######## mem_port_master ########
**mem_port_master: M3 wires**

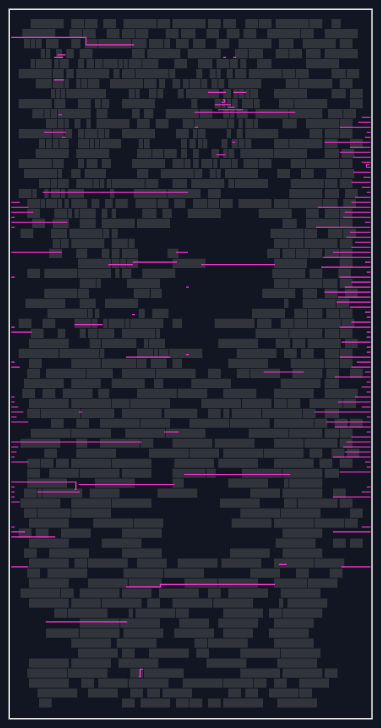
--- config.mk ---
export PLATFORM = sky130hd
export DESIGN_NAME = mem_port_master
export DESIGN_NICKNAME = d
export VERILOG_FILES = /design/src/rtl/mem_port_master.sv
export SDC_FILE = /design/constraint.sdc
export NUM_CORES = 1
export LEC_CHECK = 0
export CAP_MARGIN = 20
export CORE_ASPECT_RATIO = 2
export CORE_MARGIN = 2
export CORE_UTILIZATION = 50
export CTS_CLUSTER_DIAMETER = 80
export DETAILED_ROUTE_END_ITERATION = 6
export PLACE_DENSITY = 0.78
export SLEW_MARGIN = 20
export SYNTH_ARGS = -nofsm -noshare
export SYNTH_HDL_FRONTEND = slang
export SYNTH_SLANG_ARGS = --single-unit
--- constraint.sdc ---
create_clock -name clock -period 5.1 [get_ports clock]
set_input_delay 0.765 -clock clock [delete_from_list [all_inputs] [get_ports clock]]
set_output_delay 0.765 -clock clock [all_outputs]
set_load 0.05 [all_outputs]
--- src/rtl/mem_port_master.sv ---
// Burst master for a single-port banked SRAM wrapper: cmd/wdata streams in, read data out via a response FIFO.
// Latency: port access one cycle after the handshake/issue; read data enters the FIFO two cycles after issue.
// Backpressure: reads are issued only against free FIFO credit; wdata_ready and cmd_ready follow the FSM state.
module mem_port_master #(
    parameter int DATA_WIDTH = 32,
    parameter int ADDR_WIDTH = 14,
    parameter int BANK_LSB   = 10,
    parameter int LEN_WIDTH  = 8,
    parameter int RSP_DEPTH  = 4
) (
    input  logic                  clock,
    input  logic                  reset_n,
    input  logic                  cmd_valid,
    output logic                  cmd_ready,
    input  logic                  cmd_write,
    input  logic [ADDR_WIDTH-1:0] cmd_addr,
    input  logic [LEN_WIDTH-1:0]  cmd_len,
    input  logic                  wdata_valid,
    output logic                  wdata_ready,
    input  logic [DATA_WIDTH-1:0] wdata,
    output logic                  rsp_valid,
    input  logic                  rsp_ready,
    output logic [DATA_WIDTH-1:0] rsp_data,
    output logic                  rsp_last,
    output logic                  mem_chip_en,
    output logic [ADDR_WIDTH-1:0] mem_addr,
    output logic                  mem_rd_en,
    input  logic [DATA_WIDTH-1:0] mem_rd_data,
    output logic                  mem_wr_en,
    output logic [DATA_WIDTH-1:0] mem_wr_data,
    output logic                  busy
);
    localparam int PW = $clog2(RSP_DEPTH);
    localparam int CW = PW + 2;

    typedef enum logic [1:0] {IDLE, WR, RD, RD_DRAIN} state_t;

    state_t                state;
    logic [ADDR_WIDTH-1:0] next_addr;
    logic [LEN_WIDTH-1:0]  beats_left;
    logic                  last_beat;
    logic                  port_last;
    logic                  cap_vld;
    logic                  cap_last;

    logic [DATA_WIDTH:0]   fifo_mem [RSP_DEPTH];
    logic [PW-1:0]         wr_ptr;
    logic [PW-1:0]         rd_ptr;
    logic [CW-1:0]         fifo_count;

    logic                  port_rd;
    logic [CW-1:0]         credit_used;
    logic                  can_issue;
    logic                  push;
    logic                  pop;

    assign port_rd     = mem_chip_en & mem_rd_en;
    // Reads still in the pipe (on the port or being captured) already own a FIFO slot.
    assign credit_used = fifo_count + CW'(port_rd) + CW'(cap_vld);
    assign can_issue   = (credit_used < CW'(RSP_DEPTH)) &&
                         (!port_rd || next_addr[ADDR_WIDTH-1:BANK_LSB] == mem_addr[ADDR_WIDTH-1:BANK_LSB]);

    assign cmd_ready   = (state == IDLE);
    assign wdata_ready = (state == WR);
    assign busy        = (state != IDLE);

    assign push        = cap_vld;
    assign pop         = rsp_valid & rsp_ready;
    assign rsp_valid   = (fifo_count != '0);
    assign {rsp_last, rsp_data} = fifo_mem[rd_ptr];

    always_ff @(posedge clock or negedge reset_n) begin
        if (!reset_n) begin
            state       <= IDLE;
            mem_chip_en <= 1'b0;
            mem_rd_en   <= 1'b0;
            mem_wr_en   <= 1'b0;
            mem_addr    <= '0;
            mem_wr_data <= '0;
            next_addr   <= '0;
            beats_left  <= '0;
            last_beat   <= 1'b0;
            port_last   <= 1'b0;
        end else begin
            case (state)
                IDLE: begin
                    mem_chip_en <= 1'b0;
                    mem_rd_en   <= 1'b0;
                    mem_wr_en   <= 1'b0;
                    port_last   <= 1'b0;
                    if (cmd_valid) begin
                        next_addr  <= cmd_addr;
                        beats_left <= cmd_len;
                        last_beat  <= (cmd_len == '0);
                        state      <= cmd_write ? WR : RD;
                    end
                end
                WR: begin
                    mem_rd_en <= 1'b0;
                    port_last <= 1'b0;
                    if (wdata_valid) begin
                        mem_chip_en <= 1'b1;
                        mem_wr_en   <= 1'b1;
                        mem_addr    <= next_addr;
                        mem_wr_data <= wdata;
                        next_addr   <= next_addr + 1'b1;
                        beats_left  <= beats_left - 1'b1;
                        last_beat   <= (beats_left == LEN_WIDTH'(1));
                        if (last_beat) state <= IDLE;
                    end else begin
                        mem_chip_en <= 1'b0;
                        mem_wr_en   <= 1'b0;
                    end
                end
                RD: begin
                    mem_wr_en <= 1'b0;
                    if (can_issue) begin
                        mem_chip_en <= 1'b1;
                        mem_rd_en   <= 1'b1;
                        mem_addr    <= next_addr;
                        port_last   <= last_beat;
                        next_addr   <= next_addr + 1'b1;
                        beats_left  <= beats_left - 1'b1;
                        last_beat   <= (beats_left == LEN_WIDTH'(1));
                        if (last_beat) state <= RD_DRAIN;
                    end else begin
                        // A read just on the port needs chip_en and its bank held while its data returns.
                        mem_chip_en <= port_rd;
                        mem_rd_en   <= 1'b0;
                        port_last   <= 1'b0;
                    end
                end
                RD_DRAIN: begin
                    mem_chip_en <= 1'b1;
                    mem_rd_en   <= 1'b0;
                    mem_wr_en   <= 1'b0;
                    port_last   <= 1'b0;
                    state       <= IDLE;
                end
                default: state <= IDLE;
            endcase
        end
    end

    always_ff @(posedge clock or negedge reset_n) begin
        if (!reset_n) begin
            cap_vld    <= 1'b0;
            cap_last   <= 1'b0;
            wr_ptr     <= '0;
            rd_ptr     <= '0;
            fifo_count <= '0;
        end else begin
            cap_vld    <= port_rd;
            cap_last   <= port_rd & port_last;
            if (push) wr_ptr <= wr_ptr + 1'b1;
            if (pop)  rd_ptr <= rd_ptr + 1'b1;
            fifo_count <= fifo_count + CW'(push) - CW'(pop);
        end
    end

    always_ff @(posedge clock) begin
        if (push) fifo_mem[wr_ptr] <= {cap_last, mem_rd_data};
    end

    assert property (@(posedge clock) disable iff (!reset_n)
        !(push && !pop && fifo_count == CW'(RSP_DEPTH)));
    assert property (@(posedge clock) disable iff (!reset_n)
        !(mem_rd_en && mem_wr_en));

endmodule

==> impl_metrics.tcl <==
# collected from the flow reports
set metrics [dict create \
    globalplace.congestion 0.8139 \
    synthCells 540 \
    tritoncts "done" \
    maximum_buffer_depth_of_the_clock_tree 3 \
    critPathMaxFanout 23 \
    globalRoute.totalOverflow 0 \
    pd_cells_mw_per_mm2 668.6 \
    core_area_mm2 0.01761 \
    tritoncts_num_sinks 217 \
    area_share_of_xor_xnor_cells_in_the_synthesized_design 0.008850 \
    areaGrowthSynthToFinish_pct 29.02 \
    finish.utilization 0.6525 \
    synthAdderAreaFrac 0.03175 \
    mux_area_share 0.1450 \
    lay_top_count "sky130_fd_sc_hd__clkdlybuf4s50_1" \
    wire_per_inst_um 18.58 \
    ff_type "sky130_fd_sc_hd__edfxtp_1" \
    antenna_cells 0 \
    hold_slack_ps 352.2 \
    synth.area.top_cells "sky130_fd_sc_hd__edfxtp_1 45%, sky130_fd_sc_hd__dfrtp_1 24%, sky130_fd_sc_hd__mux4_2 8.3%, sky130_fd_sc_hd__mux2_2 4.6%, sky130_fd_sc_hd__ha_1 2.9%" \
    layout_setup_ws_ps 1275 \
    worst_ep_arrival_time_ps 3060 \
    post-route-min-period_ps 3825 \
    run_status "finished clean" \
]
Notes on 'M3 wires' of mem_port_master above:
- share of all routed wire: 5.2%
- main direction: horizontal
- wire length on this layer: 910 um
- nets with wire on the layer: 132
- longest straight run: 39.3 um

[metal layers]
metal  vias up  wire length [um]
met5         -                 0
met4         0               307
met3        24               909
met2       170              9078
met1      2576              7246
li1       2422                 -
[power breakdown]
part           internal (mW)  switching [mW]
registers               2.22           0.363
logic                   1.47            2.23
clock network          0.789           0.606
[registers in the layout, indices dropped and copies added (netlist names), 4 cells and up]
name	flops
next_addr	14
mem_addr	14
beats_left	8
mem_wr_data	32
fifo_count	4
fifo_mem	132
[final cells by class]
type | count | area [um2]
Fill cell | 1293 | 6120
Sequential cell | 217 | 6093
Multi-Input combinational cell | 283 | 2663
Timing Repair Buffer | 181 | 1799
Clock buffer | 25 | 529.3
Tap cell | 213 | 266.5
Clock inverter | 8 | 77.57
Inverter | 17 | 63.81
[worst paths after layout]
path	cells after the start	to	slack, ps	startpoint
max	3	rsp_data[28]	1280	rd_ptr[0]
min	1	mem_wr_data[0]	350	reset_n
max reg2reg	7	mem_addr[11]	2300	cap_vld
min reg2reg	1	mem_addr[3]	490	mem_addr[3]
max in group asynchronous	2	rd_ptr[0]	3880	reset_n
min in group clock	1	mem_addr[3]	490	mem_addr[3]

######## decode_stage_p ########
`config.mk`:
```
export PLATFORM = sky130hd
export DESIGN_NAME = decode_stage_p
export DESIGN_NICKNAME = d
export VERILOG_FILES = /design/src/rtl/decode_stage_p.sv
export SDC_FILE = /design/constraint.sdc
export NUM_CORES = 2
export LEC_CHECK = 0
export CELL_PAD_IN_SITES_DETAIL_PLACEMENT = 0
export CELL_PAD_IN_SITES_GLOBAL_PLACEMENT = 2
export CORE_ASPECT_RATIO = 1.2
export CORE_MARGIN = 5
export CORE_UTILIZATION = 45
export CTS_CLUSTER_SIZE = 16
export DETAILED_ROUTE_END_ITERATION = 7
export GPL_TIMING_DRIVEN = 0
export HOLD_SLACK_MARGIN = 0.06
export PLACE_DENSITY = 0.85
export SLEW_MARGIN = 20
export SYNTH_ARGS = -nofsm -noshare
export SYNTH_HDL_FRONTEND = slang
export SYNTH_SLANG_ARGS = --single-unit
```
`constraint.sdc`:
```
create_clock -name clk -period 115.8 [get_ports clk]
set_clock_uncertainty 0.15 [all_clocks]
set_input_delay 23.16 -clock clk [delete_from_list [all_inputs] [get_ports clk]]
set_output_delay 23.16 -clock clk [all_outputs]
set_load 0.01 [all_outputs]
```
`src/rtl/decode_stage_p.sv`:
```
// Decode stage: register file with writeback bypass, instruction decode,
// load-use hazard detection with one-cycle bubble insertion, and a stall counter.
module decode_stage_p #(
  parameter int XLEN  = 32,
  parameter int NREG  = 32,
  parameter int CNT_W = 16
) (
  input  logic             clk,
  input  logic             reset,
  input  logic             flush,
  input  logic             EN_REG,
  input  logic             valid_in,
  input  logic [XLEN-1:0]  PCNEXT_init,
  input  logic [31:0]      instruction,
  input  logic [4:0]       registerD,
  input  logic [XLEN-1:0]  registerD_data,
  input  logic             RegW_en,
  output logic             hazard_stall,
  output logic             valid_out,
  output logic [XLEN-1:0]  RegAdata,
  output logic [XLEN-1:0]  RegBdata,
  output logic [XLEN-1:0]  imm_ext,
  output logic [XLEN-1:0]  PCNEXT,
  output logic [4:0]       regA,
  output logic [4:0]       regB,
  output logic [4:0]       regDest,
  output logic [5:0]       FUNCTION,
  output logic [1:0]       ALU_OP,
  output logic             WB_EN,
  output logic             MEM_R_EN,
  output logic             MEM_W_EN,
  output logic             MEM_TO_REG,
  output logic             is_BRANCH,
  output logic             is_immediate,
  output logic             illegal,
  output logic [CNT_W-1:0] hz_count
);

  localparam int AW = (NREG > 1) ? $clog2(NREG) : 1;

  typedef enum logic [5:0] {
    OP_RTYPE = 6'h00,
    OP_BEQ   = 6'h04,
    OP_ADDI  = 6'h08,
    OP_ANDI  = 6'h0C,
    OP_LW    = 6'h23,
    OP_SW    = 6'h2B
  } opcode_e;

  typedef struct packed {
    logic            valid;
    logic [XLEN-1:0] a;
    logic [XLEN-1:0] b;
    logic [XLEN-1:0] imm;
    logic [XLEN-1:0] pc;
    logic [4:0]      ra;
    logic [4:0]      rb;
    logic [4:0]      rdst;
    logic [5:0]      fn;
    logic [1:0]      alu;
    logic            wb;
    logic            mr;
    logic            mw;
    logic            m2r;
    logic            br;
    logic            imm_sel;
    logic            ill;
  } stage_t;

  logic [XLEN-1:0] rf [NREG];
  stage_t          stage_q;
  stage_t          stage_d;

  logic [5:0]    opcode;
  logic [4:0]    rs_f, rt_f, rd_f;
  logic [AW-1:0] rs_i, rt_i, wd_i, dst_i;
  logic [15:0]   imm16;
  logic          wr_en;
  logic          rt_used;
  logic          sext;
  logic          raw_hazard;

  assign opcode = instruction[31:26];
  assign rs_f   = instruction[25:21];
  assign rt_f   = instruction[20:16];
  assign rd_f   = instruction[15:11];
  assign imm16  = instruction[15:0];
  assign rs_i   = rs_f[AW-1:0];
  assign rt_i   = rt_f[AW-1:0];
  assign wd_i   = registerD[AW-1:0];
  assign dst_i  = stage_q.rdst[AW-1:0];
  assign wr_en  = RegW_en && (wd_i != '0);

  always_ff @(posedge clk or posedge reset) begin
    if (reset) begin
      for (int unsigned i = 0; i < NREG; i++) rf[i] <= '0;
    end else if (wr_en) begin
      rf[wd_i] <= registerD_data;
    end
  end

  always_comb begin
    stage_d       = '0;
    rt_used       = 1'b0;
    sext          = 1'b1;
    stage_d.valid = 1'b1;
    stage_d.pc    = PCNEXT_init;
    stage_d.ra    = rs_f;
    stage_d.rb    = rt_f;
    stage_d.fn    = instruction[5:0];
    case (opcode_e'(opcode))
      OP_RTYPE: begin
        stage_d.wb = 1'b1; stage_d.alu = 2'b10; stage_d.rdst = rd_f; rt_used = 1'b1;
      end
      OP_ADDI: begin
        stage_d.wb = 1'b1; stage_d.imm_sel = 1'b1; stage_d.rdst = rt_f;
      end
      OP_ANDI: begin
        stage_d.wb = 1'b1; stage_d.imm_sel = 1'b1; stage_d.alu = 2'b11;
        stage_d.rdst = rt_f; sext = 1'b0;
      end
      OP_LW: begin
        stage_d.wb = 1'b1; stage_d.mr = 1'b1; stage_d.m2r = 1'b1;
        stage_d.imm_sel = 1'b1; stage_d.rdst = rt_f;
      end
      OP_SW: begin
        stage_d.mw = 1'b1; stage_d.imm_sel = 1'b1; rt_used = 1'b1;
      end
      OP_BEQ: begin
        stage_d.br = 1'b1; stage_d.alu = 2'b01; rt_used = 1'b1;
      end
      default: stage_d.ill = 1'b1;
    endcase
    if (stage_d.rdst[AW-1:0] == '0) stage_d.wb = 1'b0;
    stage_d.imm = sext ? {{(XLEN-16){imm16[15]}}, imm16} : {{(XLEN-16){1'b0}}, imm16};
    // Same-cycle writeback to the read index wins over the stored value.
    if (rs_i == '0)                  stage_d.a = '0;
    else if (wr_en && wd_i == rs_i)  stage_d.a = registerD_data;
    else                             stage_d.a = rf[rs_i];
    if (rt_i == '0)                  stage_d.b = '0;
    else if (wr_en && wd_i == rt_i)  stage_d.b = registerD_data;
    else                             stage_d.b = rf[rt_i];
  end

  assign raw_hazard = stage_q.valid && stage_q.mr && (dst_i != '0) && valid_in &&
                      ((dst_i == rs_i) || ((dst_i == rt_i) && rt_used));
  assign hazard_stall = raw_hazard && !flush;

  always_ff @(posedge clk or posedge reset) begin
    if (reset) begin
      stage_q <= '0;
    end else if (flush) begin
      stage_q <= '0;
    end else if (EN_REG) begin
      if (hazard_stall || !valid_in) stage_q <= '0;
      else                           stage_q <= stage_d;
    end
  end

  always_ff @(posedge clk or posedge reset) begin
    if (reset) begin
      hz_count <= '0;
    end else if (EN_REG && hazard_stall && (hz_count != '1)) begin
      hz_count <= hz_count + 1'b1;
    end
  end

  assign valid_out    = stage_q.valid;
  assign RegAdata     = stage_q.a;
  assign RegBdata     = stage_q.b;
  assign imm_ext      = stage_q.imm;
  assign PCNEXT       = stage_q.pc;
  assign regA         = stage_q.ra;
  assign regB         = stage_q.rb;
  assign regDest      = stage_q.rdst;
  assign FUNCTION     = stage_q.fn;
  assign ALU_OP       = stage_q.alu;
  assign WB_EN        = stage_q.wb;
  assign MEM_R_EN     = stage_q.mr;
  assign MEM_W_EN     = stage_q.mw;
  assign MEM_TO_REG   = stage_q.m2r;
  assign is_BRANCH    = stage_q.br;
  assign is_immediate = stage_q.imm_sel;
  assign illegal      = stage_q.ill;

endmodule

```
==> impl_metrics.tcl <==
# collected from the flow reports
set metrics [dict create \
    mux_area_share 0.3536 \
    synth.area.top_cells "sky130_fd_sc_hd__dfrtp_1 48%, sky130_fd_sc_hd__mux2_2 18%, sky130_fd_sc_hd__mux2i_1 14%, sky130_fd_sc_hd__mux4_2 3.2%, sky130_fd_sc_hd__a22oi_1 2.3%" \
    number_of_drc_violations_after_detailed_routing 0 \
    std_cell_rows 148 \
    num_tap_cells 1800 \
    worst_setup_hold_path_clk_slew_ps 60 \
    clk_share 0.06461 \
    ys_seq_share 0.4820 \
    layout.area.seq_mm2 0.02945 \
    hold_path_end "RegBdata[21]" \
    report.final.setup_viol 0 \
    global_route.usage.met1 0.5067 \
    antenna_cells 15 \
    hold_path_class "reg -> reg" \
    synth-edff-count 0 \
    synth_area_in_compound_gates 0.07580 \
    route.vias.total 50510 \
    lay_top_cells "1177 x sky130_fd_sc_hd__dfrtp_1, 992 x sky130_fd_sc_hd__mux2_2, 848 x sky130_fd_sc_hd__mux2i_1" \
    run_status "finished clean" \
    place_area_mm2 0.06734 \
    unrepaired_setup_endpoints_after_global_routing "no" \
    startpoint_of_the_worst_slack_reg_to_reg_timing_path "valid_out" \
    leakagePower_nw 32.94 \
    async_flop_share 1.000 \
    grt_util_all_layers 0.4288 \
]
[how the worst max path moves through the flow]
stage / cells after the start / endpoint / from / slack, ps
finish: 8 / hazard_stall / instruction[22] / 66120
global route: 8 / hazard_stall / instruction[22] / 66000
CTS: 8 / hazard_stall / instruction[22] / 66250
detailed placement: 8 / hazard_stall / instruction[22] / 66270
global placement: 2 / RegBdata[10] / reset / 44960
floorplan: 1 / ALU_OP[0] / reset / 59340
[critical path, cell delays in order]
cell and delay, ps:
sky130_fd_sc_hd__clkdlybuf4s50_1 470, sky130_fd_sc_hd__buf_2 500, sky130_fd_sc_hd__xnor2_1 180, sky130_fd_sc_hd__nand3_1 100, sky130_fd_sc_hd__nor4_1 910, sky130_fd_sc_hd__or2_2 250
sky130_fd_sc_hd__buf_2 220, sky130_fd_sc_hd__clkdlybuf4s50_1 580
[power by group]
group | switching (mW) | leakage [nW] | internal, mW
Combinational | 0.127 | 15.4 | 0.113
Clock | 0.188 | 2.30 | 0.271
Sequential | 0.0579 | 15.3 | 0.481
Total | 0.372 | 32.9 | 0.865
**decode_stage_p: M3 wires**

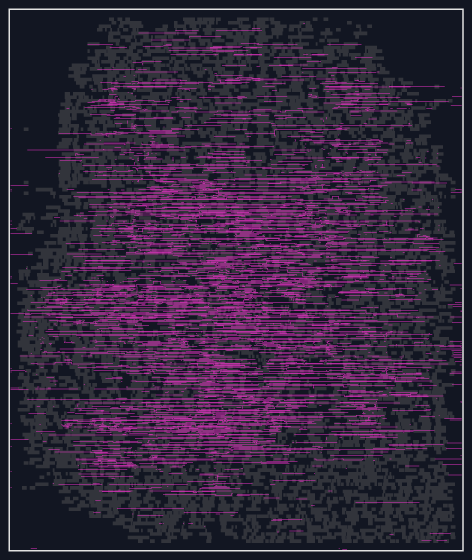
- main direction: horizontal
- longest straight run: 180 um
- wire length on this layer: 38.5 mm
- share of all routed wire: 12%

**decode_stage_p: clock wires, drivers and flops**

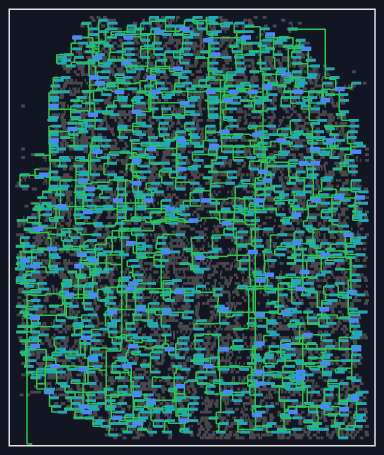
- green: clock wires (length 16600 um)
- blue: clock-net drivers (count 132)
- cyan: flip-flops (count 1177)
- flops lie: widely spread



## Gallery

Routing congestion map.
picture 1
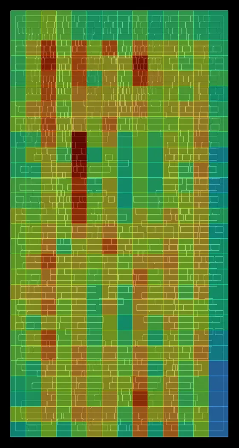
picture 2
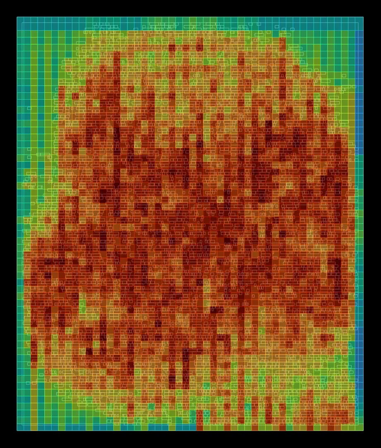
| from | picture |
|---|---|
| decode_stage_p | picture 2 |
| mem_port_master | picture 1 |

No activity file was given, so power comes from the tool's default toggle rates.
